=== design 1 ===
**Design 1: sequential cells colored by netlist name**

Other sequential cells in the stronger gray, the rest of the logic in the fainter gray.
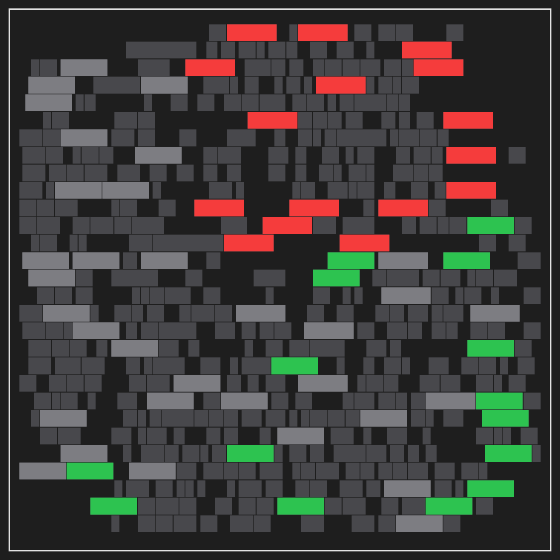

==> src/rtl/fetch_ifid_stage.sv <==
// Fetch stage and IF/ID pipeline register for the 16-bit five-stage core.
// Owns the PC, latches fetched words into IF/ID, honours decode stalls,
// applies execute redirects with a one-slot flush, stops on HALT and counts
// stall cycles with a saturating counter.
module fetch_ifid_stage #(
    parameter logic [15:0] RESET_PC  = 16'h0000,
    parameter logic [15:0] NOP_INSTR = 16'h0800,
    parameter int unsigned CNT_W     = 16
) (
    input  logic             clk,
    input  logic             rst,
    input  logic [15:0]      imem_instr,
    input  logic             NOP_reg,
    input  logic             redirect,
    input  logic [15:0]      redirect_pc,
    output logic [15:0]      imem_addr,
    output logic             imem_en,
    output logic [15:0]      id_instr,
    output logic [15:0]      id_pc2,
    output logic             id_nop,
    output logic             halted,
    output logic [CNT_W-1:0] stall_cnt
);

    typedef enum logic {
        ST_RUN    = 1'b0,
        ST_HALTED = 1'b1
    } state_t;

    localparam logic [4:0] HALT_OPCODE = 5'b00000;

    state_t             state_q;
    logic [15:0]        pc_q;
    logic [15:0]        ifid_instr_q;
    logic [15:0]        ifid_pc2_q;
    logic               ifid_valid_q;
    logic [CNT_W-1:0]   stall_cnt_q;

    logic [15:0]        pc_plus2_d;
    logic               fetch_is_halt_d;
    logic               unused_redirect_lsb;

    // Sequential address and HALT decode of the word currently returned by imem.
    assign pc_plus2_d      = pc_q + 16'd2;
    assign fetch_is_halt_d = (imem_instr[15:11] == HALT_OPCODE);

    // Redirect targets are halfword aligned; the LSB is dropped on purpose.
    assign unused_redirect_lsb = redirect_pc[0];

    // PC, IF/ID register, run/halt state and stall counter, priority rst > redirect > stall > halt > fetch.
    always_ff @(posedge clk) begin
        if (rst) begin
            pc_q         <= {RESET_PC[15:1], 1'b0};
            ifid_instr_q <= NOP_INSTR;
            ifid_pc2_q   <= 16'h0000;
            ifid_valid_q <= 1'b0;
            state_q      <= ST_RUN;
            stall_cnt_q  <= '0;
        end else if (redirect) begin
            pc_q         <= {redirect_pc[15:1], 1'b0};
            ifid_instr_q <= NOP_INSTR;
            ifid_valid_q <= 1'b0;
            state_q      <= ST_RUN;
        end else if (NOP_reg) begin
            if (stall_cnt_q != '1) begin
                stall_cnt_q <= stall_cnt_q + CNT_W'(1);
            end
        end else if (state_q == ST_HALTED) begin
            ifid_instr_q <= NOP_INSTR;
            ifid_valid_q <= 1'b0;
        end else begin
            ifid_instr_q <= imem_instr;
            ifid_pc2_q   <= pc_plus2_d;
            ifid_valid_q <= 1'b1;
            if (fetch_is_halt_d) begin
                state_q <= ST_HALTED;
            end else begin
                pc_q <= pc_plus2_d;
            end
        end
    end

    // Outputs come straight from state; imem_en and id_nop also see rst/NOP_reg directly.
    assign imem_addr = pc_q;
    assign imem_en   = (state_q == ST_RUN) && !rst;
    assign id_instr  = ifid_instr_q;
    assign id_pc2    = ifid_pc2_q;
    assign id_nop    = NOP_reg | ~ifid_valid_q;
    assign halted    = (state_q == ST_HALTED);
    assign stall_cnt = stall_cnt_q;

endmodule

==> config.mk <==
export PLATFORM = sky130hd
export DESIGN_NAME = fetch_ifid_stage
export DESIGN_NICKNAME = d
export VERILOG_FILES = /design/src/rtl/fetch_ifid_stage.sv
export SDC_FILE = /design/constraint.sdc
export NUM_CORES = 1
export LEC_CHECK = 0
export CAP_MARGIN = 15
export CORE_UTILIZATION = 45
export CTS_CLUSTER_SIZE = 16
export DETAILED_ROUTE_END_ITERATION = 10
export PLACE_DENSITY = 0.9
export SLEW_MARGIN = 10
export SYNTH_ARGS = -nofsm -noshare
export SYNTH_HDL_FRONTEND = slang
export SYNTH_SLANG_ARGS = --single-unit
==> constraint.sdc <==
create_clock -name clk -period 2.2 [get_ports clk]
set_clock_uncertainty 0.1 [all_clocks]
set_input_delay 0.33 -clock clk [delete_from_list [all_inputs] [get_ports clk]]
set_output_delay 0.33 -clock clk [all_outputs]
set_load 0.1 [all_outputs]
=== design 2 ===
**src/rtl/seven_segment_scanner.sv**
```systemverilog
// rtl/seven_segment_scanner.sv - time-multiplexed seven-segment display scanner
// Define SEG_HEX_EN to decode nibbles 10-15 as A,b,C,d,E,F; otherwise they show blank.
module seven_segment_scanner #(
    parameter int N_DIGITS    = 4,
    parameter int REFRESH_DIV = 1000
) (
    input  logic                  clk,
    input  logic                  rst_n,
    input  logic                  enable,
    input  logic                  load,
    input  logic [4*N_DIGITS-1:0] value,
    input  logic [N_DIGITS-1:0]   dp_in,
    input  logic                  blank_lz,
    output logic [6:0]            seg,
    output logic                  dp,
    output logic [N_DIGITS-1:0]   an,
    output logic                  frame_done
);

    localparam int IW = (N_DIGITS > 1) ? $clog2(N_DIGITS) : 1;
    localparam int PW = $clog2(REFRESH_DIV);

    logic [PW-1:0]           presc_q, presc_d;
    logic [IW-1:0]           idx_q, idx_d;
    logic [4*N_DIGITS-1:0]   disp_q;
    logic [N_DIGITS-1:0]     dp_reg_q;
    logic [6:0]              seg_q, seg_d;
    logic                    dp_q, dp_d;
    logic [N_DIGITS-1:0]     an_q, an_d;
    logic                    frame_done_q, frame_done_d;

    logic                    tick;
    logic                    last_idx;
    logic [3:0]              cur_nib;
    logic                    cur_blank;
    logic [N_DIGITS-1:0]     blank_vec;

    function automatic logic [6:0] decode(input logic [3:0] nib);
        case (nib)
            4'd0:    decode = 7'b1111110;
            4'd1:    decode = 7'b0110000;
            4'd2:    decode = 7'b1101101;
            4'd3:    decode = 7'b1111001;
            4'd4:    decode = 7'b0110011;
            4'd5:    decode = 7'b1011011;
            4'd6:    decode = 7'b1011111;
            4'd7:    decode = 7'b1110000;
            4'd8:    decode = 7'b1111111;
            4'd9:    decode = 7'b1111011;
`ifdef SEG_HEX_EN
            4'd10:   decode = 7'b1110111;
            4'd11:   decode = 7'b0011111;
            4'd12:   decode = 7'b1001110;
            4'd13:   decode = 7'b0111101;
            4'd14:   decode = 7'b1001111;
            4'd15:   decode = 7'b1000111;
`endif
            default: decode = 7'b0000000;
        endcase
    endfunction

    assign tick     = enable && (presc_q == PW'(REFRESH_DIV - 1));
    assign last_idx = (idx_q == IW'(N_DIGITS - 1));
    assign presc_d  = tick ? '0 : presc_q + 1'b1;
    assign idx_d    = last_idx ? '0 : idx_q + 1'b1;

    // A digit is blanked when it and every more significant nibble are zero.
    always_comb begin
        logic zero_above;
        zero_above = 1'b1;
        blank_vec  = '0;
        for (int i = N_DIGITS - 1; i >= 0; i--) begin
            zero_above   = zero_above && (disp_q[4*i +: 4] == 4'd0);
            blank_vec[i] = blank_lz && zero_above && (i > 0);
        end
    end

    always_comb begin
        cur_nib   = 4'd0;
        cur_blank = 1'b0;
        dp_d      = 1'b0;
        an_d      = '0;
        for (int i = 0; i < N_DIGITS; i++) begin
            if (idx_q == IW'(i)) begin
                cur_nib   = disp_q[4*i +: 4];
                cur_blank = blank_vec[i];
                dp_d      = dp_reg_q[i];
                an_d[i]   = 1'b1;
            end
        end
        seg_d        = cur_blank ? 7'b0000000 : decode(cur_nib);
        frame_done_d = tick && last_idx;
    end

    always_ff @(posedge clk) begin
        if (!rst_n) begin
            presc_q      <= '0;
            idx_q        <= '0;
            disp_q       <= '0;
            dp_reg_q     <= '0;
            seg_q        <= '0;
            dp_q         <= 1'b0;
            an_q         <= '0;
            frame_done_q <= 1'b0;
        end else begin
            if (load) begin
                disp_q   <= value;
                dp_reg_q <= dp_in;
            end
            if (enable) begin
                presc_q      <= presc_d;
                if (tick) begin
                    idx_q <= idx_d;
                end
                seg_q        <= seg_d;
                dp_q         <= dp_d;
                an_q         <= an_d;
                frame_done_q <= frame_done_d;
            end else begin
                seg_q        <= '0;
                dp_q         <= 1'b0;
                an_q         <= '0;
                frame_done_q <= 1'b0;
            end
        end
    end

    assign seg        = seg_q;
    assign dp         = dp_q;
    assign an         = an_q;
    assign frame_done = frame_done_q;

endmodule

```
**config.mk**
```make
export PLATFORM = sky130hd
export DESIGN_NAME = seven_segment_scanner
export DESIGN_NICKNAME = d
export VERILOG_FILES = /design/src/rtl/seven_segment_scanner.sv
export SDC_FILE = /design/constraint.sdc
export NUM_CORES = 1
export LEC_CHECK = 0
export ABC_AREA = 1
export CAP_MARGIN = 20
export CELL_PAD_IN_SITES_DETAIL_PLACEMENT = 0
export CELL_PAD_IN_SITES_GLOBAL_PLACEMENT = 1
export CORE_AREA = 3 3 80 82
export CTS_CLUSTER_DIAMETER = 150
export CTS_CLUSTER_SIZE = 30
export DETAILED_ROUTE_END_ITERATION = 10
export DIE_AREA = 0 0 83 85
export PLACE_DENSITY_LB_ADDON = 0.1
export SKIP_LAST_GASP = 1
export SLEW_MARGIN = 10
export SYNTH_ARGS = -nofsm -noshare
export SYNTH_HDL_FRONTEND = slang
export SYNTH_SLANG_ARGS = --single-unit
```
**constraint.sdc**
```tcl
create_clock -name clk -period 2.42 [get_ports clk]
set_clock_uncertainty 0.1 [all_clocks]
set_input_delay 0.605 -clock clk [delete_from_list [all_inputs] [get_ports clk]]
set_output_delay 0.605 -clock clk [all_outputs]
set_load 0.05 [all_outputs]
```
=== design 3 ===
--- src/rtl/dcache_snoop_bus.sv ---
// -----------------------------------------------------------------------------
// dcache_snoop_bus
//
// Snooping bus between two per-core Dcache controllers and main memory.
// One coherence transaction is in flight at a time:
//   * a request is arbitrated from the two Dcaches and broadcast for snooping;
//   * the fill comes from the peer cache (if it answers inside the snoop
//     window) or from a memory read;
//   * a GET_S answered by the peer also writes the line back to memory,
//     because the peer is downgrading M -> S;
//   * PUT_M writebacks go straight to memory and produce no fill.
//
// Build option:
//   DCACHE_BUS_RR_EN  defined   -> round-robin arbitration on simultaneous
//                                  requests (pointer flips to the non-winner
//                                  after every grant).
//                     undefined -> fixed priority, core 0 wins ties.
//
// Shared width macros (defaulted here when not supplied by the build):
//   DCACHE_TAG_W, DCACHE_IDX_W, DCACHE_WORD_IN_BITS
//
// Message encoding on *_message_* ports (2 bits):
//   0 = NONE, 1 = GET_S, 2 = GET_M, 3 = PUT_M
//
// Ports:
//   clk, rst                 clock (rising edge) and async active-low reset
//   dc_req_en_i[1:0]         per-core request valid, held until acked
//   dc_req_tag_i/idx_i       per-core request line address
//   dc_req_data_i            per-core writeback data (PUT_M)
//   dc_req_message_i         per-core request message
//   dc_rsp_vld_i/data_i      per-core snoop data response
//   bus_req_*_o              one-cycle broadcast of the granted request
//   bus_rsp_*_o              one-cycle fill to the requester
//   mem_req_*_o, mem_req_ack_i   memory command, held until acked
//   mem_rsp_vld_i/data_i     memory read data
// All outputs are registered.
// -----------------------------------------------------------------------------
`ifndef DCACHE_TAG_W
`define DCACHE_TAG_W 52
`endif
`ifndef DCACHE_IDX_W
`define DCACHE_IDX_W 9
`endif
`ifndef DCACHE_WORD_IN_BITS
`define DCACHE_WORD_IN_BITS 64
`endif

module dcache_snoop_bus #(
  parameter int SNOOP_CYC = 2
) (
  input  logic                                      clk,
  input  logic                                      rst,
  input  logic [1:0]                                dc_req_en_i,
  input  logic [1:0][`DCACHE_TAG_W-1:0]             dc_req_tag_i,
  input  logic [1:0][`DCACHE_IDX_W-1:0]             dc_req_idx_i,
  input  logic [1:0][`DCACHE_WORD_IN_BITS-1:0]      dc_req_data_i,
  input  logic [1:0][1:0]                           dc_req_message_i,
  input  logic [1:0]                                dc_rsp_vld_i,
  input  logic [1:0][`DCACHE_WORD_IN_BITS-1:0]      dc_rsp_data_i,
  output logic                                      bus_req_ack_o,
  output logic                                      bus_req_id_o,
  output logic [`DCACHE_TAG_W-1:0]                  bus_req_tag_o,
  output logic [`DCACHE_IDX_W-1:0]                  bus_req_idx_o,
  output logic [1:0]                                bus_req_message_o,
  output logic                                      bus_rsp_vld_o,
  output logic                                      bus_rsp_id_o,
  output logic [`DCACHE_WORD_IN_BITS-1:0]           bus_rsp_data_o,
  output logic                                      mem_req_en_o,
  output logic                                      mem_req_wr_o,
  output logic [63:0]                               mem_req_addr_o,
  output logic [`DCACHE_WORD_IN_BITS-1:0]           mem_req_data_o,
  input  logic                                      mem_req_ack_i,
  input  logic                                      mem_rsp_vld_i,
  input  logic [`DCACHE_WORD_IN_BITS-1:0]           mem_rsp_data_i
);

  localparam int TAG_W  = `DCACHE_TAG_W;
  localparam int IDX_W  = `DCACHE_IDX_W;
  localparam int WORD_W = `DCACHE_WORD_IN_BITS;

  localparam logic [1:0] MSG_NONE  = 2'd0;
  localparam logic [1:0] MSG_GET_S = 2'd1;
  localparam logic [1:0] MSG_PUT_M = 2'd3;

  localparam logic [2:0] S_IDLE     = 3'd0;
  localparam logic [2:0] S_BCAST    = 3'd1;
  localparam logic [2:0] S_SNOOP    = 3'd2;
  localparam logic [2:0] S_MEM_WR   = 3'd3;
  localparam logic [2:0] S_MEM_RD   = 3'd4;
  localparam logic [2:0] S_MEM_WAIT = 3'd5;
  localparam logic [2:0] S_RESP     = 3'd6;

  localparam logic [2:0] SNOOP_LAST = 3'(SNOOP_CYC - 1);

  // Transaction state
  logic [2:0]        state_r;
  logic [2:0]        cnt_r;
  logic              id_r;
  logic [TAG_W-1:0]  tag_r;
  logic [IDX_W-1:0]  idx_r;
  logic [1:0]        msg_r;
  logic [WORD_W-1:0] line_r;
  logic              wb_pend_r;

  logic [2:0]        state_next_s;
  logic [2:0]        cnt_next_s;
  logic              id_next_s;
  logic [TAG_W-1:0]  tag_next_s;
  logic [IDX_W-1:0]  idx_next_s;
  logic [1:0]        msg_next_s;
  logic [WORD_W-1:0] line_next_s;
  logic              wb_next_s;

  logic              winner_s;
  logic              peer_s;
  logic              peer_hit_s;

  // Next values of the registered outputs
  logic              ack_next_s;
  logic              req_id_next_s;
  logic [TAG_W-1:0]  req_tag_next_s;
  logic [IDX_W-1:0]  req_idx_next_s;
  logic [1:0]        req_msg_next_s;
  logic              rsp_vld_next_s;
  logic              rsp_id_next_s;
  logic [WORD_W-1:0] rsp_data_next_s;
  logic              mem_en_next_s;
  logic              mem_wr_next_s;
  logic [63:0]       mem_addr_next_s;
  logic [WORD_W-1:0] mem_data_next_s;

`ifdef DCACHE_BUS_RR_EN
  logic ptr_r;

  // Arbitration: on a tie the pointer names the winner
  always_comb begin
    if (dc_req_en_i == 2'b11) begin
      winner_s = ptr_r;
    end else begin
      winner_s = dc_req_en_i[1];
    end
  end

  // Round-robin pointer moves to the loser of every grant
  always_ff @(posedge clk or negedge rst) begin
    if (!rst) begin
      ptr_r <= 1'b0;
    end else if ((state_r == S_IDLE) && (|dc_req_en_i)) begin
      ptr_r <= ~winner_s;
    end else begin
      ptr_r <= ptr_r;
    end
  end
`else
  // Arbitration: core 0 wins whenever it is requesting
  always_comb begin
    if (dc_req_en_i[0]) begin
      winner_s = 1'b0;
    end else begin
      winner_s = 1'b1;
    end
  end
`endif

  // Only the non-requesting core may supply snoop data
  assign peer_s     = ~id_r;
  assign peer_hit_s = dc_rsp_vld_i[peer_s];

  // Next-state and transaction capture
  always_comb begin
    state_next_s = state_r;
    cnt_next_s   = cnt_r;
    id_next_s    = id_r;
    tag_next_s   = tag_r;
    idx_next_s   = idx_r;
    msg_next_s   = msg_r;
    line_next_s  = line_r;
    wb_next_s    = wb_pend_r;
    case (state_r)
      S_IDLE: begin
        if (|dc_req_en_i) begin
          state_next_s = S_BCAST;
          id_next_s    = winner_s;
          tag_next_s   = dc_req_tag_i[winner_s];
          idx_next_s   = dc_req_idx_i[winner_s];
          msg_next_s   = dc_req_message_i[winner_s];
          line_next_s  = dc_req_data_i[winner_s];
          wb_next_s    = 1'b0;
        end else begin
          state_next_s = S_IDLE;
        end
      end
      S_BCAST: begin
        if (msg_r == MSG_PUT_M) begin
          state_next_s = S_MEM_WR;
        end else begin
          state_next_s = S_SNOOP;
          cnt_next_s   = 3'd0;
        end
      end
      S_SNOOP: begin
        // A peer answer on the last window cycle still counts as a hit
        if (peer_hit_s) begin
          line_next_s  = dc_rsp_data_i[peer_s];
          wb_next_s    = (msg_r == MSG_GET_S);
          state_next_s = S_RESP;
        end else if (cnt_r == SNOOP_LAST) begin
          state_next_s = S_MEM_RD;
        end else begin
          cnt_next_s   = cnt_r + 3'd1;
        end
      end
      S_MEM_RD: begin
        if (mem_req_ack_i) begin
          state_next_s = S_MEM_WAIT;
        end else begin
          state_next_s = S_MEM_RD;
        end
      end
      S_MEM_WAIT: begin
        if (mem_rsp_vld_i) begin
          line_next_s  = mem_rsp_data_i;
          state_next_s = S_RESP;
        end else begin
          state_next_s = S_MEM_WAIT;
        end
      end
      S_RESP: begin
        if (wb_pend_r) begin
          state_next_s = S_MEM_WR;
        end else begin
          state_next_s = S_IDLE;
        end
      end
      S_MEM_WR: begin
        if (mem_req_ack_i) begin
          wb_next_s    = 1'b0;
          state_next_s = S_IDLE;
        end else begin
          state_next_s = S_MEM_WR;
        end
      end
      default: begin
        state_next_s = S_IDLE;
      end
    endcase
  end

  // Output values for the state being entered, so outputs can be registered
  always_comb begin
    ack_next_s      = 1'b0;
    req_id_next_s   = 1'b0;
    req_tag_next_s  = '0;
    req_idx_next_s  = '0;
    req_msg_next_s  = MSG_NONE;
    rsp_vld_next_s  = 1'b0;
    rsp_id_next_s   = 1'b0;
    rsp_data_next_s = '0;
    mem_data_next_s = '0;
    if (state_next_s == S_BCAST) begin
      ack_next_s     = 1'b1;
      req_id_next_s  = id_next_s;
      req_tag_next_s = tag_next_s;
      req_idx_next_s = idx_next_s;
      req_msg_next_s = msg_next_s;
    end else begin
      ack_next_s     = 1'b0;
    end
    if (state_next_s == S_RESP) begin
      rsp_vld_next_s  = 1'b1;
      rsp_id_next_s   = id_next_s;
      rsp_data_next_s = line_next_s;
    end else begin
      rsp_vld_next_s  = 1'b0;
    end
    mem_en_next_s   = (state_next_s == S_MEM_RD) || (state_next_s == S_MEM_WR);
    mem_wr_next_s   = (state_next_s == S_MEM_WR);
    if (mem_wr_next_s) begin
      mem_data_next_s = line_next_s;
    end else begin
      mem_data_next_s = '0;
    end
    mem_addr_next_s = 64'({tag_next_s, idx_next_s, 3'b000});
  end

  // Transaction state registers
  always_ff @(posedge clk or negedge rst) begin
    if (!rst) begin
      state_r   <= S_IDLE;
      cnt_r     <= 3'd0;
      id_r      <= 1'b0;
      tag_r     <= '0;
      idx_r     <= '0;
      msg_r     <= MSG_NONE;
      line_r    <= '0;
      wb_pend_r <= 1'b0;
    end else begin
      state_r   <= state_next_s;
      cnt_r     <= cnt_next_s;
      id_r      <= id_next_s;
      tag_r     <= tag_next_s;
      idx_r     <= idx_next_s;
      msg_r     <= msg_next_s;
      line_r    <= line_next_s;
      wb_pend_r <= wb_next_s;
    end
  end

  // Registered bus and memory outputs
  always_ff @(posedge clk or negedge rst) begin
    if (!rst) begin
      bus_req_ack_o     <= 1'b0;
      bus_req_id_o      <= 1'b0;
      bus_req_tag_o     <= '0;
      bus_req_idx_o     <= '0;
      bus_req_message_o <= MSG_NONE;
      bus_rsp_vld_o     <= 1'b0;
      bus_rsp_id_o      <= 1'b0;
      bus_rsp_data_o    <= '0;
      mem_req_en_o      <= 1'b0;
      mem_req_wr_o      <= 1'b0;
      mem_req_addr_o    <= 64'd0;
      mem_req_data_o    <= '0;
    end else begin
      bus_req_ack_o     <= ack_next_s;
      bus_req_id_o      <= req_id_next_s;
      bus_req_tag_o     <= req_tag_next_s;
      bus_req_idx_o     <= req_idx_next_s;
      bus_req_message_o <= req_msg_next_s;
      bus_rsp_vld_o     <= rsp_vld_next_s;
      bus_rsp_id_o      <= rsp_id_next_s;
      bus_rsp_data_o    <= rsp_data_next_s;
      mem_req_en_o      <= mem_en_next_s;
      mem_req_wr_o      <= mem_wr_next_s;
      mem_req_addr_o    <= mem_addr_next_s;
      mem_req_data_o    <= mem_data_next_s;
    end
  end

endmodule

--- config.mk ---
export PLATFORM = sky130hd
export DESIGN_NAME = dcache_snoop_bus
export DESIGN_NICKNAME = d
export VERILOG_FILES = /design/src/rtl/dcache_snoop_bus.sv
export SDC_FILE = /design/constraint.sdc
export NUM_CORES = 1
export LEC_CHECK = 0
export CORE_AREA = 5 5 272 274
export DETAILED_ROUTE_END_ITERATION = 6
export DIE_AREA = 0 0 277 279
export MAX_ROUTING_LAYER = met4
export SLEW_MARGIN = 20
export SYNTH_ARGS = -nofsm -noshare
export SYNTH_HDL_FRONTEND = slang
export SYNTH_SLANG_ARGS = --single-unit
--- constraint.sdc ---
create_clock -name clk -period 2.4 [get_ports clk]
set_clock_uncertainty 0.05 [all_clocks]
set_input_delay 0.48 -clock clk [delete_from_list [all_inputs] [get_ports clk]]
set_output_delay 0.48 -clock clk [all_outputs]
set_load 0.1 [all_outputs]
**Design 3: sequential cells colored by netlist name**

Other sequential cells in the stronger gray, the rest of the logic in the fainter gray.
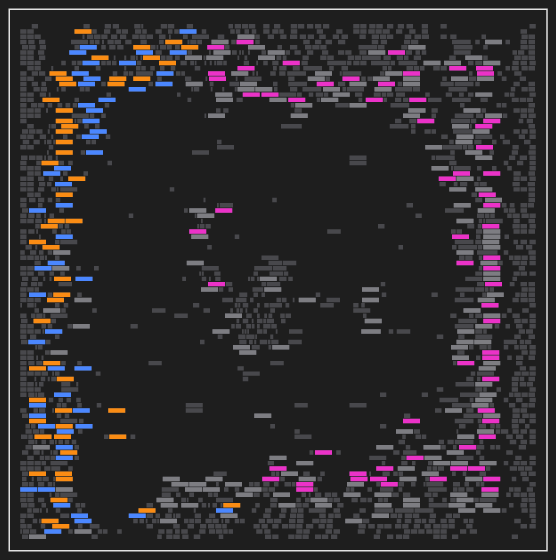
- orange: `bus_req_tag_o` (sequential cells 52; where a vertical strip on the left)
- blue: `tag_r` (sequential cells 51; where a vertical strip on the left)
- magenta: `mem_req_data_o` (sequential cells 64)
sequential power: 8.33 mW
final core utilization: 33.65%
FF+latch area: 8312 um2

==> out/metrics.csv, design 3 <==
stage,metric,value,unit
status,run status,finished clean,
yosys,Post-synth regs,332,
global_route,first-pass GRT wire length,85590,um
setup_path,"most used cell, CP",buf_4,
yosys,number of cells in Yosys stat,999,
setup_path,CP startpoint,id_r$_DFF_PN0_,
clock_network,CTS sink count,332,
sta,Min Hold Slack,0.2313,ns
setup_path,instance count on the critical path,8,
setup_path,reg-to-reg endpoint,mem_req_data_o[35]$_DFF_PN0_,
setup_path,Critical-path top delay cell,dfrtp_4,
setup_path,Crit path largest cell delay,0.53,ns
floorplan,die width,277,um
finish,biggest regs,"bus_rsp_data_o (64), line_r (64), mem_req_data_o (64)",
route,per-cell routed wire length,21.87,um
finish,Seq area share,34.73,%
power,power in combinational cells,20.1,mW
clock_network,post-cts resize count,1,
yosys,number of enable flip-flop cells,0,
power,sequential share of power,24.3,%
finish,logic share of the area,23.30,%
setup_path,CP Class,reg -> reg,
yosys,cell type with the largest total area,dfrtp_1,
setup_path,worst-path cell chain,"mux2i_1, buf_4, buf_4, nor2b_1, o21bai_4, buf_12, a221o_2, nor2b_2",
finish,Flop Count,332,
clock_network,Post-CTS Repair Setup Buffers,0,
setup_path,Critical Path Start Type,flip-flop,
sta,final slew viol count,0,
route,routed length on met2,30150,um
yosys,top post-synthesis cells by count,"dfrtp_1, mux2i_1, nor2_1",
power,Sw Share,51.67,%
sta,worst-margin pin slew,0.6936,ns
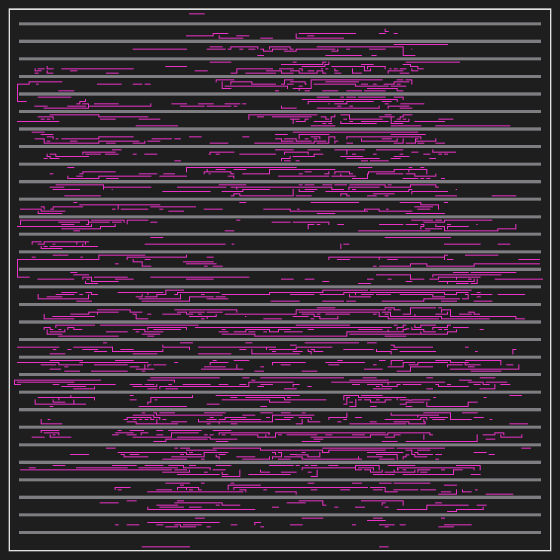
**Above:** design 1 (signal wires on met1).
Supply wires on this layer in gray.
- wire length on this layer: 3520 um
- share of all routed wire: 44%
- nets with wire on the layer: 412
- longest straight run: 30.4 um
- main direction: horizontal
routing usage on met1: 30.25%
via count: 3032
Routed WL: 8024 um

**Design 1: logic cells by family**

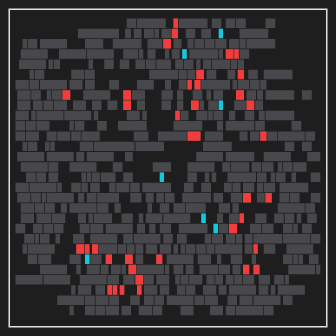
- red: NAND gates (cells 37; most used nand2_1)
- cyan: inverters (cells 7; most used inv_1)
Commonest Layout Cell: buf_4
Cell Count, Final, Fillers Out: 528
logic share of the area: 37.40%

Notes on 'sequential cells colored by netlist name' of design 1 above:
- green: `id_pc2` (sequential cells 15)
- red: `stall_cnt` (sequential cells 16)
- not colored: 33
final core utilization: 65.95%
Seq area share: 31.11%
sequential power: 1.26 mW
FF+latch area: 1310 um2

==> out/metrics.csv, design 1 <==
stage,metric,value,unit
status,run status,finished clean,
floorplan,TAP cells,77,
route,First-pass DRT Iterations,5,
yosys,cell type with the largest total area,dfxtp_1,
setup_path,CP max FO,18,
setup_path,CP startpoint,NOP_reg,
finish,# clk buffers,9,
yosys,Post-synth regs,64,
setup_path,worst-path cell chain,"clkdlybuf4s50_1, buf_4, buf_4, nand2b_1, buf_12",
finish,Non-CTS buffers,117,
sta,RSZ-0062 raised after global routing,false,
route,met1 WL,3522,um
setup_path,data required time at the worst endpoint,1.77,ns
sta,final number of setup-violating endpoints,0,
power,Internal,2.044,mW
setup_path,Critical Path Start Type,input port,
hold_path,Hold Crit Endpoint,stall_cnt[8]$_SDFFE_PP0P_,
route,per-cell routed wire length,15.20,um
yosys,Yosys cell types,49,
setup_path,Critical Path AT,1.63,ns
power,Psw,1.047,mW
power,power share of the combinational group,23.2,%
clock_network,clk buf depth,2,
yosys,Dominant comb cell,simple AND/OR/NAND/NOR gates,
yosys,Top-area cell share,42.61,%
power,sequential share of power,40.7,%
setup_path,"most used cell, CP",buf_4,
power,Final Power,3.091,mW
placed_design,IO Port Bufs,99,
clock_network,CTS sink count,64,
sta,final slew viol count,0,
**Design 2: clock nets**

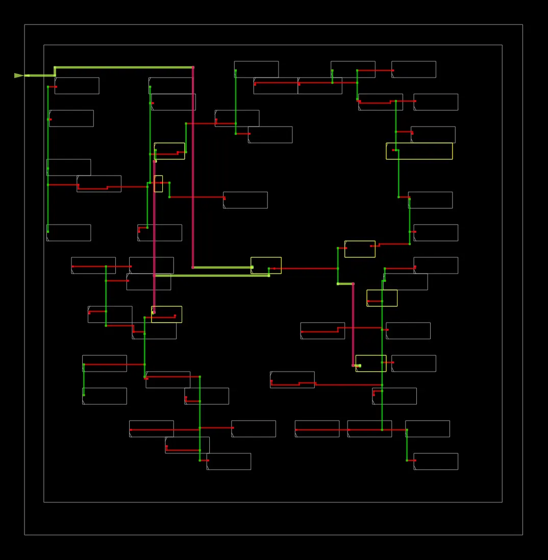
P_clk: 0.583 mW
clk ins delay skew pair: 0.29 ns
Flop Count: 45
TritonCTS buffer count: 5

==> out/metrics.csv, design 2 <==
stage,metric,value,unit
status,run status,finished clean,
power,sequential share of power,49.5,%
finish,Layout clock area frac,4.336,%
finish,Commonest Layout Cell,nor2_1,
yosys,Post-synth regs,45,
power,Internal,1.210,mW
yosys,Cells after Synth,282,
global_route,vias in the first global route,1770,
yosys,Multiplexer share,0,%
sta,Worst Slack Setup Final,0.3110,ns
finish,post-route cell area,2684,um2
finish,Nets,360,
floorplan,core area,5816,um2
sta,final setup TNS,0,ns
finish,logic share of the area,39.95,%
clock_network,hold_buf cts,0,
route,DRC Markers,0,
yosys,top post-synthesis cells by count,"nor2_1, nand2_1, dfxtp_1",
floorplan,Ports,38,
setup_path,Crit path largest cell delay,0.79,ns
hold_path,WHS Path Cells,2,
yosys,post-synthesis cell type with the largest instance count,nor2_1,
setup_path,CP startpoint,frame_done$_SDFF_PN0_,
clock_network,H-tree depth,2,
floorplan,TAP cells,75,
sta,Fmax,0.4742,GHz
global_route,met3 usage,3.301,%
yosys,Post-synth area hogs,"dfxtp_1, nor2_1, nand2_1",
placed_design,Post-Place Cell Area,2567,um2
global_route,first-pass GRT wire length,7962,um
route,routed length on met2,2020,um
power,Pwr top,sequential cells,
floorplan,Total Die Area,7055,um2
sta,final number of setup-violating endpoints,0,
sta,Min Hold Slack,0.3878,ns
finish,final core utilization,46.15,%
yosys,"Chip Area, Yosys",2103,um2
placed_design,gpl congestion,0.7755,
route,met1 WL,2311,um
route,highest routed layer,met4,
clock_network,CTS sink count,45,
global_route,busiest grt layer,met2,

=== design 4 ===
**Design 4: clock nets**

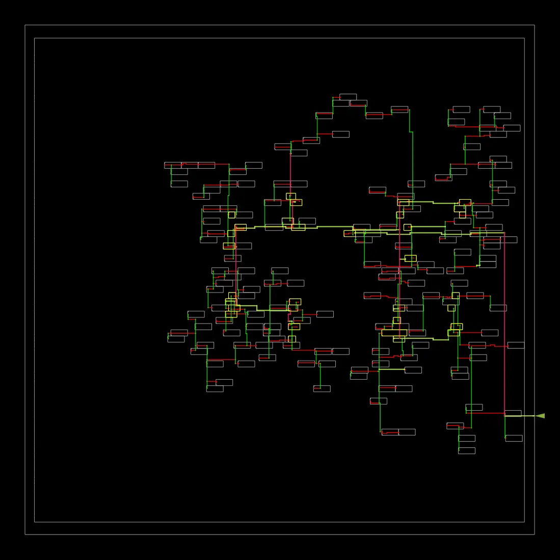

## src/rtl/conv_pe_mac.sv

```systemverilog
// Convolution PE multiply-accumulate: LANES signed products per beat, summed into a wrapping accumulator.
// Optional macro CONV_PE_RELU_EN clamps negative results to zero on o_psum.
module conv_pe_mac #(
  parameter int W_DATA    = 8,
  parameter int LANES     = 4,
  parameter int W_ACC     = 32,
  parameter int W_CHANNEL = 8
) (
  input  logic                      clk,
  input  logic                      rst,
  input  logic                      c_ctrl_data_run,
  input  logic                      c_kmode,
  input  logic [W_CHANNEL-1:0]      c_chn,
  input  logic                      in_valid,
  output logic                      in_ready,
  input  logic [LANES*W_DATA-1:0]   in_ifm,
  input  logic [LANES*W_DATA-1:0]   in_wgt,
  output logic                      o_valid,
  input  logic                      o_ready,
  output logic [W_ACC-1:0]          o_psum,
  output logic                      o_busy,
  output logic                      o_done
);

  // Nine taps per channel group need four extra bits of beat count
  localparam int W_BEAT = W_CHANNEL + 4;

  typedef enum logic [1:0] {IDLE, ACC, DRAIN, OUT} state_e;

  state_e                     state_q;
  logic [W_BEAT-1:0]          total_q;
  logic [W_BEAT-1:0]          count_q;
  logic                       s1Valid_q;
  logic signed [2*W_DATA-1:0] prod_q [LANES];
  logic signed [2*W_DATA-1:0] prod_d [LANES];
  logic signed [W_ACC-1:0]    acc_q;
  logic signed [W_ACC-1:0]    laneSum_d;
  logic [W_ACC-1:0]           psum_q;
  logic [W_ACC-1:0]           psum_d;
  logic [W_BEAT-1:0]          total_d;
  logic                       beatFire;
  logic                       startOk;

  assign in_ready = (state_q == ACC) && (count_q < total_q);
  assign beatFire = in_valid && in_ready;
  assign o_valid  = (state_q == OUT);
  assign o_busy   = (state_q != IDLE);
  assign o_done   = (state_q == OUT) && o_ready;
  assign o_psum   = psum_q;
  assign startOk  = c_ctrl_data_run && (c_chn != '0);
  assign total_d  = W_BEAT'(c_chn) * (c_kmode ? W_BEAT'(9) : W_BEAT'(1));

  always_comb begin
    for (int i = 0; i < LANES; i++) begin
      prod_d[i] = (2*W_DATA)'($signed(in_ifm[i*W_DATA +: W_DATA])) *
                  (2*W_DATA)'($signed(in_wgt[i*W_DATA +: W_DATA]));
    end
  end

  always_comb begin
    laneSum_d = '0;
    for (int i = 0; i < LANES; i++) begin
      laneSum_d = laneSum_d + W_ACC'(prod_q[i]);
    end
  end

  always_comb begin
    psum_d = acc_q;
`ifdef CONV_PE_RELU_EN
    if (acc_q[W_ACC-1]) psum_d = '0;
`endif
  end

  // DRAIN waits for stage 1 to empty, at which point the accumulator holds the last beat
  always_ff @(posedge clk) begin
    if (rst) begin
      state_q   <= IDLE;
      total_q   <= '0;
      count_q   <= '0;
      s1Valid_q <= 1'b0;
      acc_q     <= '0;
      psum_q    <= '0;
      for (int i = 0; i < LANES; i++) prod_q[i] <= '0;
    end else begin
      s1Valid_q <= beatFire;
      if (beatFire) begin
        prod_q  <= prod_d;
        count_q <= count_q + W_BEAT'(1);
      end
      if (s1Valid_q) acc_q <= acc_q + laneSum_d;

      case (state_q)
        IDLE: begin
          if (startOk) begin
            state_q <= ACC;
            total_q <= total_d;
            count_q <= '0;
            acc_q   <= '0;
          end
        end
        ACC: begin
          if (beatFire && (count_q == total_q - W_BEAT'(1))) state_q <= DRAIN;
        end
        DRAIN: begin
          if (!s1Valid_q) begin
            state_q <= OUT;
            psum_q  <= psum_d;
          end
        end
        OUT: begin
          if (o_ready) begin
            state_q <= IDLE;
            psum_q  <= '0;
          end
        end
        default: state_q <= IDLE;
      endcase
    end
  end

endmodule

```

## config.mk

```make
export PLATFORM = sky130hd
export DESIGN_NAME = conv_pe_mac
export DESIGN_NICKNAME = d
export VERILOG_FILES = /design/src/rtl/conv_pe_mac.sv
export SDC_FILE = /design/constraint.sdc
export NUM_CORES = 1
export LEC_CHECK = 0
export CORE_MARGIN = 4
export CORE_UTILIZATION = 42
export CTS_BUF_LIST = sky130_fd_sc_hd__clkbuf_8
export CTS_CLUSTER_SIZE = 30
export DETAILED_ROUTE_END_ITERATION = 10
export GPL_ROUTABILITY_DRIVEN = 1
export HOLD_SLACK_MARGIN = 0.12
export SYNTH_ARGS = -nofsm -noshare
export SYNTH_HDL_FRONTEND = slang
export SYNTH_SLANG_ARGS = --single-unit
```

## constraint.sdc

```tcl
create_clock -name clk -period 9.83 [get_ports clk]
set_input_delay 2.949 -clock clk [delete_from_list [all_inputs] [get_ports clk]]
set_output_delay 2.949 -clock clk [all_outputs]
set_load 0.005 [all_outputs]
```

=== design 5 ===
File: config.mk
export PLATFORM = sky130hd
export DESIGN_NAME = program_loader
export DESIGN_NICKNAME = d
export VERILOG_FILES = /design/src/rtl/program_loader.sv
export SDC_FILE = /design/constraint.sdc
export NUM_CORES = 1
export LEC_CHECK = 0
export CORE_MARGIN = 2
export CORE_UTILIZATION = 55
export DETAILED_ROUTE_END_ITERATION = 7
export PLACE_DENSITY = 0.76
export SLEW_MARGIN = 20
export SYNTH_ARGS = -nofsm -noshare
export SYNTH_HDL_FRONTEND = slang
export SYNTH_SLANG_ARGS = --single-unit
File: constraint.sdc
create_clock -name clk -period 6.3 [get_ports clk]
set_input_delay 0.945 -clock clk [delete_from_list [all_inputs] [get_ports clk]]
set_output_delay 0.945 -clock clk [all_outputs]
set_load 0.1 [all_outputs]
File: src/rtl/program_loader.sv
// Boot loader: UART byte stream -> little-endian words -> program memory writes.
// Holds the core in reset until a complete, valid image has been written.
module program_loader #(
  parameter int MEM_WORDS      = 1024,
  parameter int TIMEOUT_CYCLES = 1000000
) (
  input  logic        clk,
  input  logic        rst,
  input  logic        load_req,
  input  logic        rx_valid,
  input  logic [7:0]  rx_data,
  output logic        pmem_we,
  output logic [31:0] pmem_addr,
  output logic [31:0] pmem_wdata,
  output logic        cpu_rst,
  output logic        busy,
  output logic        load_done,
  output logic [1:0]  err_code,
  output logic [15:0] words_loaded
);

  localparam int TW = $clog2(TIMEOUT_CYCLES + 1);

  typedef enum logic [1:0] {
    S_WAIT_LEN,
    S_LOAD,
    S_RUN,
    S_ERROR
  } state_t;

  state_t        r_state;
  logic [1:0]    r_bcnt;
  logic [23:0]   r_shift;
  logic [31:0]   r_len;
  logic [TW-1:0] r_to;

  logic [31:0]   w_word;
  logic          w_last;
  logic          w_active;
  logic          w_to_en;
  logic          w_to_hit;
  logic [16:0]   w_words_inc;
  logic [15:0]   w_words_sat;
  logic          w_done;
  logic          w_bad_len;

  // Newest byte enters at the top, so byte k ends up in bits [8k+7:8k].
  assign w_word      = {rx_data, r_shift};
  assign w_last      = (r_bcnt == 2'd3);
  assign w_active    = (r_state == S_WAIT_LEN) || (r_state == S_LOAD);
  assign w_to_en     = (r_state == S_LOAD) ||
                       ((r_state == S_WAIT_LEN) && (r_bcnt != 2'd0));
  assign w_to_hit    = (r_to == TW'(TIMEOUT_CYCLES - 1));
  assign w_words_inc = {1'b0, words_loaded} + 17'd1;
  assign w_words_sat = w_words_inc[16] ? 16'hFFFF : w_words_inc[15:0];
  assign w_done      = ({15'd0, w_words_inc} == r_len);
  assign w_bad_len   = (w_word == 32'd0) || (w_word > 32'(MEM_WORDS));

  always_ff @(posedge clk or posedge rst) begin
    if (rst) begin
      r_state      <= S_WAIT_LEN;
      r_bcnt       <= '0;
      r_shift      <= '0;
      r_len        <= '0;
      r_to         <= '0;
      pmem_we      <= 1'b0;
      pmem_addr    <= '0;
      pmem_wdata   <= '0;
      cpu_rst      <= 1'b1;
      busy         <= 1'b1;
      load_done    <= 1'b0;
      err_code     <= 2'b00;
      words_loaded <= '0;
    end else begin
      pmem_we <= 1'b0;
      cpu_rst <= (r_state != S_RUN);
      if (load_req) begin
        r_state      <= S_WAIT_LEN;
        r_bcnt       <= '0;
        r_to         <= '0;
        words_loaded <= '0;
        err_code     <= 2'b00;
        cpu_rst      <= 1'b1;
        busy         <= 1'b1;
        load_done    <= 1'b0;
      end else if (w_active) begin
        if (rx_valid) begin
          r_to    <= '0;
          r_bcnt  <= r_bcnt + 2'd1;
          r_shift <= w_word[31:8];
          if (w_last) begin
            if (r_state == S_WAIT_LEN) begin
              if (w_bad_len) begin
                r_state  <= S_ERROR;
                err_code <= 2'b01;
                busy     <= 1'b0;
              end else begin
                r_state <= S_LOAD;
                r_len   <= w_word;
              end
            end else begin
              pmem_we      <= 1'b1;
              pmem_wdata   <= w_word;
              pmem_addr    <= {14'd0, words_loaded, 2'b00};
              words_loaded <= w_words_sat;
              if (w_done) begin
                r_state   <= S_RUN;
                busy      <= 1'b0;
                load_done <= 1'b1;
              end
            end
          end
        end else if (w_to_en) begin
          if (w_to_hit) begin
            r_state  <= S_ERROR;
            err_code <= 2'b10;
            busy     <= 1'b0;
            r_bcnt   <= '0;
            r_to     <= '0;
          end else begin
            r_to <= r_to + TW'(1);
          end
        end
      end
    end
  end

endmodule

=== design 6 ===
===== src/rtl/seg_scan_display.sv =====
// seg_scan_display: time-multiplexed driver for an 8-digit common-anode seven-segment display.
// Ports: clk/reset (async, active-high); data[31:0] hex word, nibble k -> digit k (digit 0 rightmost);
//   dp[7:0] decimal points; blank_lz enables leading-zero blanking; seg_an[7:0] anodes (active low);
//   seg[7:0] {dp,g,f,e,d,c,b,a} (active low); frame_start pulses for one cycle when the shadow word reloads.
// Latency: anode/segment outputs are registered and follow digit_idx by one cycle.
// The display word is sampled only once per frame, at the 7->0 wrap, so a frame never shows a mix of two words.
module seg_scan_display #(
  parameter int SCAN_DIV   = 100000,
  parameter int NUM_DIGITS = 8
) (
  input  logic        clk,
  input  logic        reset,
  input  logic [31:0] data,
  input  logic [7:0]  dp,
  input  logic        blank_lz,
  output logic [7:0]  seg_an,
  output logic [7:0]  seg,
  output logic        frame_start
);

  localparam int DIV_W = (SCAN_DIV > 1) ? $clog2(SCAN_DIV) : 1;
  localparam logic [DIV_W-1:0] DIV_MAX   = DIV_W'(SCAN_DIV - 1);
  localparam logic [2:0]       LAST_DIGIT = 3'(NUM_DIGITS - 1);

  logic [DIV_W-1:0] r_div_cnt;
  logic [2:0]       r_digit_idx;
  logic [31:0]      r_shadow_data;
  logic [7:0]       r_shadow_dp;
  logic             r_shadow_blank;
  logic [7:0]       r_seg_an;
  logic [7:0]       r_seg;
  logic             r_frame_start;

  logic       w_tick;
  logic       w_wrap;
  logic [3:0] w_nibble;
  logic [6:0] w_glyph;
  logic [2:0] w_msd;
  logic       w_blank;
  logic [7:0] w_seg_next;
  logic [7:0] w_an_next;

  assign w_tick = (r_div_cnt == DIV_MAX);
  // Last digit of the frame is about to hand over to digit 0: reload point.
  assign w_wrap = w_tick && (r_digit_idx == LAST_DIGIT);

  assign w_nibble = r_shadow_data[{r_digit_idx, 2'b00} +: 4];

  // Active-low glyphs, bit order {g,f,e,d,c,b,a}.
  always_comb begin
    w_glyph = 7'h7F;
    case (w_nibble)
      4'h0: w_glyph = 7'h40;
      4'h1: w_glyph = 7'h79;
      4'h2: w_glyph = 7'h24;
      4'h3: w_glyph = 7'h30;
      4'h4: w_glyph = 7'h19;
      4'h5: w_glyph = 7'h12;
      4'h6: w_glyph = 7'h02;
      4'h7: w_glyph = 7'h78;
      4'h8: w_glyph = 7'h00;
      4'h9: w_glyph = 7'h10;
      4'hA: w_glyph = 7'h08;
      4'hB: w_glyph = 7'h03;
      4'hC: w_glyph = 7'h46;
      4'hD: w_glyph = 7'h21;
      4'hE: w_glyph = 7'h06;
      4'hF: w_glyph = 7'h0E;
      default: w_glyph = 7'h7F;
    endcase
  end

  // Highest nonzero nibble; stays 0 for an all-zero word so digit 0 always shows.
  always_comb begin
    w_msd = 3'd0;
    for (int k = 1; k < 8; k++) begin
      if (r_shadow_data[4*k +: 4] != 4'h0) begin
        w_msd = 3'(k);
      end
    end
  end

  assign w_blank    = r_shadow_blank && (r_digit_idx > w_msd);
  // Blanked digits drop the decimal point as well; the anode keeps scanning.
  assign w_seg_next = w_blank ? 8'hFF : {~r_shadow_dp[r_digit_idx], w_glyph};
  assign w_an_next  = ~(8'b1 << r_digit_idx);

  always_ff @(posedge clk or posedge reset) begin
    if (reset) begin
      r_div_cnt      <= '0;
      r_digit_idx    <= 3'd0;
      r_shadow_data  <= 32'h0;
      r_shadow_dp    <= 8'h0;
      r_shadow_blank <= 1'b0;
      r_seg_an       <= 8'hFF;
      r_seg          <= 8'hFF;
      r_frame_start  <= 1'b0;
    end else begin
      r_div_cnt     <= w_tick ? '0 : r_div_cnt + 1'b1;
      r_frame_start <= w_wrap;
      if (w_tick) begin
        r_digit_idx <= (r_digit_idx == LAST_DIGIT) ? 3'd0 : r_digit_idx + 3'd1;
      end
      if (w_wrap) begin
        r_shadow_data  <= data;
        r_shadow_dp    <= dp;
        r_shadow_blank <= blank_lz;
      end
      r_seg_an <= w_an_next;
      r_seg    <= w_seg_next;
    end
  end

  assign seg_an      = r_seg_an;
  assign seg         = r_seg;
  assign frame_start = r_frame_start;

endmodule


===== config.mk =====
export PLATFORM = sky130hd
export DESIGN_NAME = seg_scan_display
export DESIGN_NICKNAME = d
export VERILOG_FILES = /design/src/rtl/seg_scan_display.sv
export SDC_FILE = /design/constraint.sdc
export NUM_CORES = 1
export LEC_CHECK = 0
export CORE_ASPECT_RATIO = 1.5
export CORE_MARGIN = 10
export CORE_UTILIZATION = 48
export DETAILED_ROUTE_END_ITERATION = 12
export PLACE_DENSITY = 0.76
export SLEW_MARGIN = 20
export SYNTH_ARGS = -nofsm -noshare
export SYNTH_HDL_FRONTEND = slang
export SYNTH_SLANG_ARGS = --single-unit

===== constraint.sdc =====
create_clock -name clk -period 3.3 [get_ports clk]
set_clock_uncertainty 0.15 [all_clocks]
set_input_delay 0.99 -clock clk [delete_from_list [all_inputs] [get_ports clk]]
set_output_delay 0.99 -clock clk [all_outputs]
set_load 0.1 [all_outputs]


==> notes/layouts.md <==
Pictures saved along the way, in no particular order.

Logic cells by family.
(a)
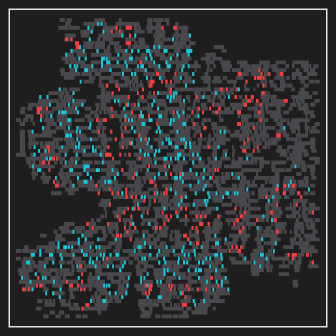
(b)
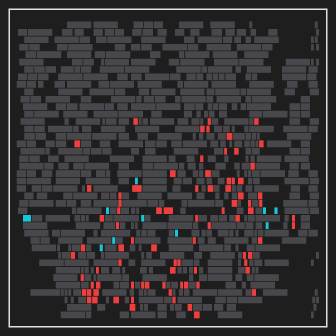
(c)
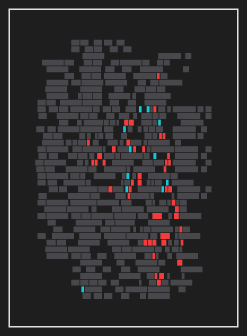
For design 6, see (c).
For design 5, see (b).
For design 4, see (a).

Key to (b):
- cyan: inverters (cells 10; most used inv_1)
- red: NAND gates (cells 81; most used nand2_1)

**Design 5: clock nets**

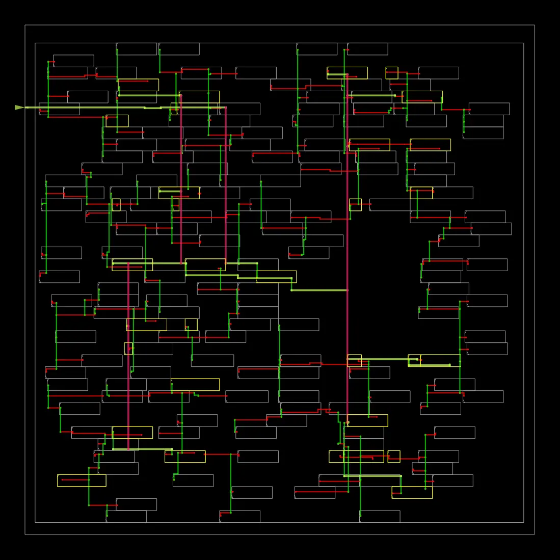
# clk buffers: 21
clk ins delay skew pair: 0.42 ns

==> out/metrics.csv, design 5 <==
stage,metric,value,unit
finish,biggest regs,"pmem_wdata (32), r_len (32), r_shift (24)",
power,Internal,1.866,mW
finish,logic area,2887,um2
run,tool warnings,27,
power,power share of the clock group,34.8,%
sta,Final Cycle Share,52.03,%
yosys,aoi share,7.378,%
clock_network,CTS tree,done,
clock_network,H-tree depth,4,
finish,layout cell share with drive strength beyond 1,18.25,%
sta,Worst Slack Setup Final,3.022,ns
sta,RSZ-0062 raised after global routing,false,
global_route,met2 GRT Util,38.95,%
global_route,GRT Overall Usage,24.79,%
power,Final Power,2.862,mW
yosys,post-synthesis cell type with the largest instance count,dfrtp_1,
power,power in combinational cells,0.672,mW
setup_path,worst-path cell chain,"ha_1, nand4_1, or4_1, xor2_1, nand2_1, a2111oi_4, nand3_2, o221a_1",
route,initial DRC count,332,
floorplan,TAP cells,168,
setup_path,worst setup path end,busy$_DFFE_PP1P_,
finish,"Cell Count, Final, Fillers Out",853,
yosys,"Chip Area, Yosys",6852,um2
clock_network,CTS sink count,150,
sta,final number of setup-violating endpoints,0,
status,run status,finished clean,
setup_path,instance count on the critical path,8,
yosys,Synth warnings,0,
route,DRC Markers,0,
floorplan,die width,115.6,um
yosys,Post-synth seq share,54.82,%
global_route,first-pass GRT wire length,25550,um
yosys,Post-synth regs,150,
finish,Signal buf overhead,10.02,%
yosys,Multiplexer share,13.46,%
setup_path,data required time at the worst endpoint,6.64,ns
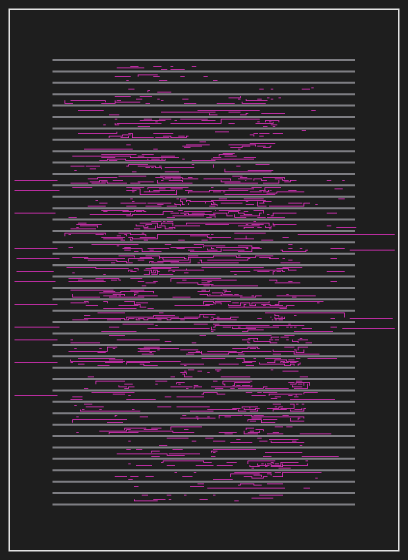
**Above:** design 6 (signal wires on met1).
Supply wires on this layer in gray.
- longest straight run: 23.0 um
- nets with wire on the layer: 377
- main direction: horizontal
- share of all routed wire: 39%
via count: 2538
Routed WL: 8027 um
routing usage on met1: 15.30%

==> out/metrics.csv, design 6 <==
stage,metric,value,unit
placed_design,gpl congestion,0.8691,
placed_design,IO Port Bufs,59,
finish,FF+latch area,1972,um2
yosys,fa+ha+maj area frac,5.275,%
yosys,Post-synth area hogs,"dfrtp_1, mux2_2, dfstp_2",
power,leakage,2.226,nW
power,power share of the clock group,51.9,%
hold_path,HP Class,reg -> reg,
yosys,Multiplexer share,19.52,%
setup_path,data required time at the worst endpoint,3.39,ns
finish,Top reg by flops,r_shadow_data,
yosys,ys async rst share,100.0,%
sta,RSZ-0062 raised after global routing,false,
yosys,number of cells in Yosys stat,303,
yosys,Synth warnings,0,
finish,number of flip-flops in the largest register,32,
route,post-route ant nets,0,
sta,slew margin rel.,52.19,%
setup_path,Critical Path AT,2.75,ns
finish,Inverters excl. clock,11,
route,DRC Markers,0,
status,run status,finished clean,
power,power in combinational cells,0.0713,mW
global_route,initial antenna violation count,0,
clock_network,clk root buf,clkbuf_16,
placed_design,Detailed Place HPWL,5825,um
finish,post-route cell area,4753,um2
finish,most instantiated logic cells after routing,"dfrtp_1, clkdlybuf4s50_1, mux2_2, nand2_1, buf_4",
sta,Min Hold Slack,0.3448,ns
setup_path,Crit path largest cell delay,0.40,ns
clock_network,CTS tree,done,
finish,layout cell share with drive strength beyond 1,27.84,%
yosys,aoi share,4.418,%
floorplan,row cnt,39,
clock_network,TritonCTS buffer count,9,
yosys,top post-synthesis cells by count,"dfrtp_1, mux2_2, nand2_1",
clock_network,CTS sink count,78,
global_route,GRT Overall Usage,14.20,%
hold_path,Hold Crit Endpoint,r_div_cnt[4]$_DFF_PP0_,
power,power per cell area,450.0,nW/um2
**Design 4: PDN straps and rails**

Pins as bars on the die edge.
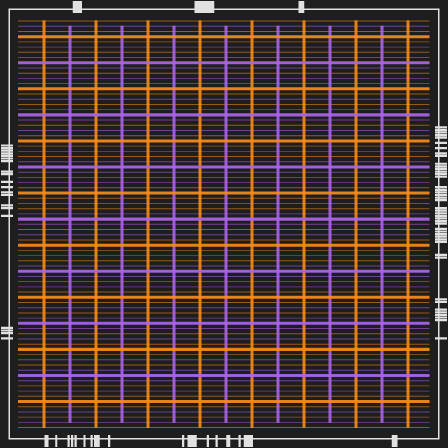
- orange: VSS
- purple: VDD
- met1 rails: 79
- signal pins: 114
- met4 straps: 15
die height: 223.4 um
die width: 223.4 um
core area: 45580 um2
VDD IR max: 0.0001154 V

About 'clock nets' of design 4:
P_clk: 0.495 mW
CTS sink count: 155
clk ins delay skew pair: 0.46 ns
TritonCTS buffer count: 17

==> out/metrics.csv, design 4 <==
stage,metric,value,unit
finish,Top reg by flops,prod_q,
finish,FF+latch area,3104,um2
power,Sw Share,49.23,%
finish,area delta synth->final,11.17,%
yosys,xor/xnor share,5.125,%
yosys,number of cells in Yosys stat,2266,
yosys,fa+ha+maj area frac,40.62,%
setup_path,instance count on the critical path,17,
placed_design,pre-CTS setup slack,2.176,ns
yosys,Post-synth seq share,15.93,%
setup_path,reg-to-reg endpoint,acc_q[31]$_SDFF_PP0_,
yosys,Cells after Synth,2266,
status,run status,finished clean,
hold_path,Hold Crit Endpoint,prod_q[23]$_SDFFE_PP0P_,
power,leakage,9.949,nW
clock_network,clk root buf,clkbuf_8,
yosys,Post-synth area hogs,"fa_1, dfxtp_1, ha_1",
power,power in combinational cells,3.30,mW
power,Final Power,4.579,mW
setup_path,data required time at the worst endpoint,10.18,ns
finish,# clk buffers,18,
global_route,largest net degree at the start of global routing,75,
setup_path,worst setup path end,prod_q[47]$_SDFFE_PP0P_,


==> gallery <==
Clock nets.
panel A
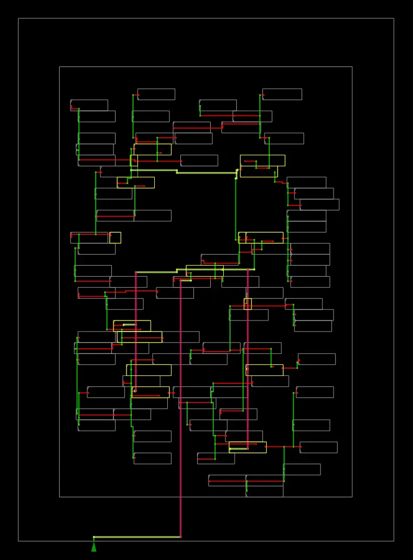
panel B
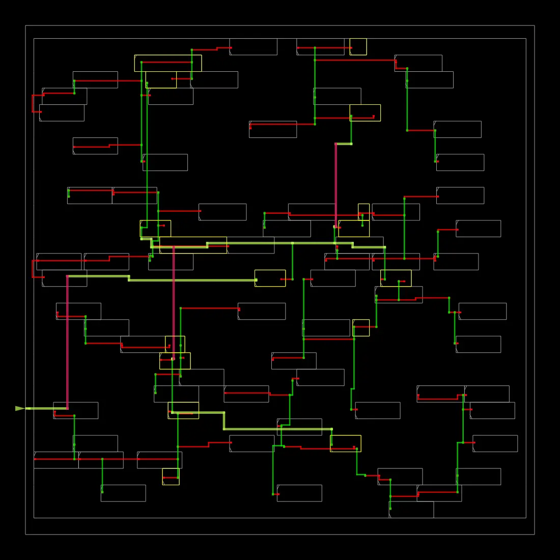
panel C
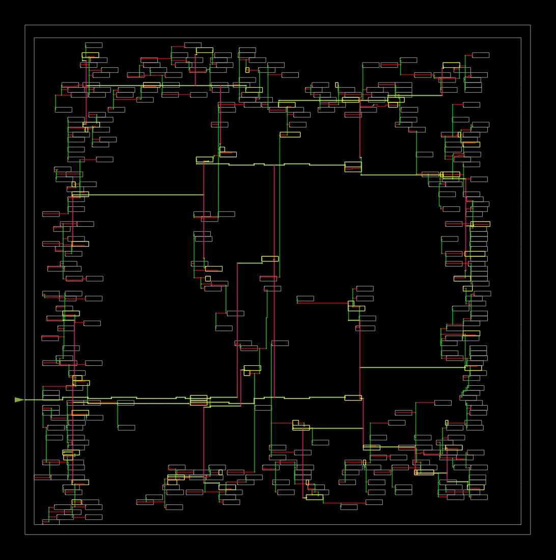
Of these, most sequential cells: panel C
Of these, fewest sequential cells: panel B
design 3: panel C
design 6: panel A
design 1: panel B

Power figures rest on the tool's default switching activity, not on a simulated workload.
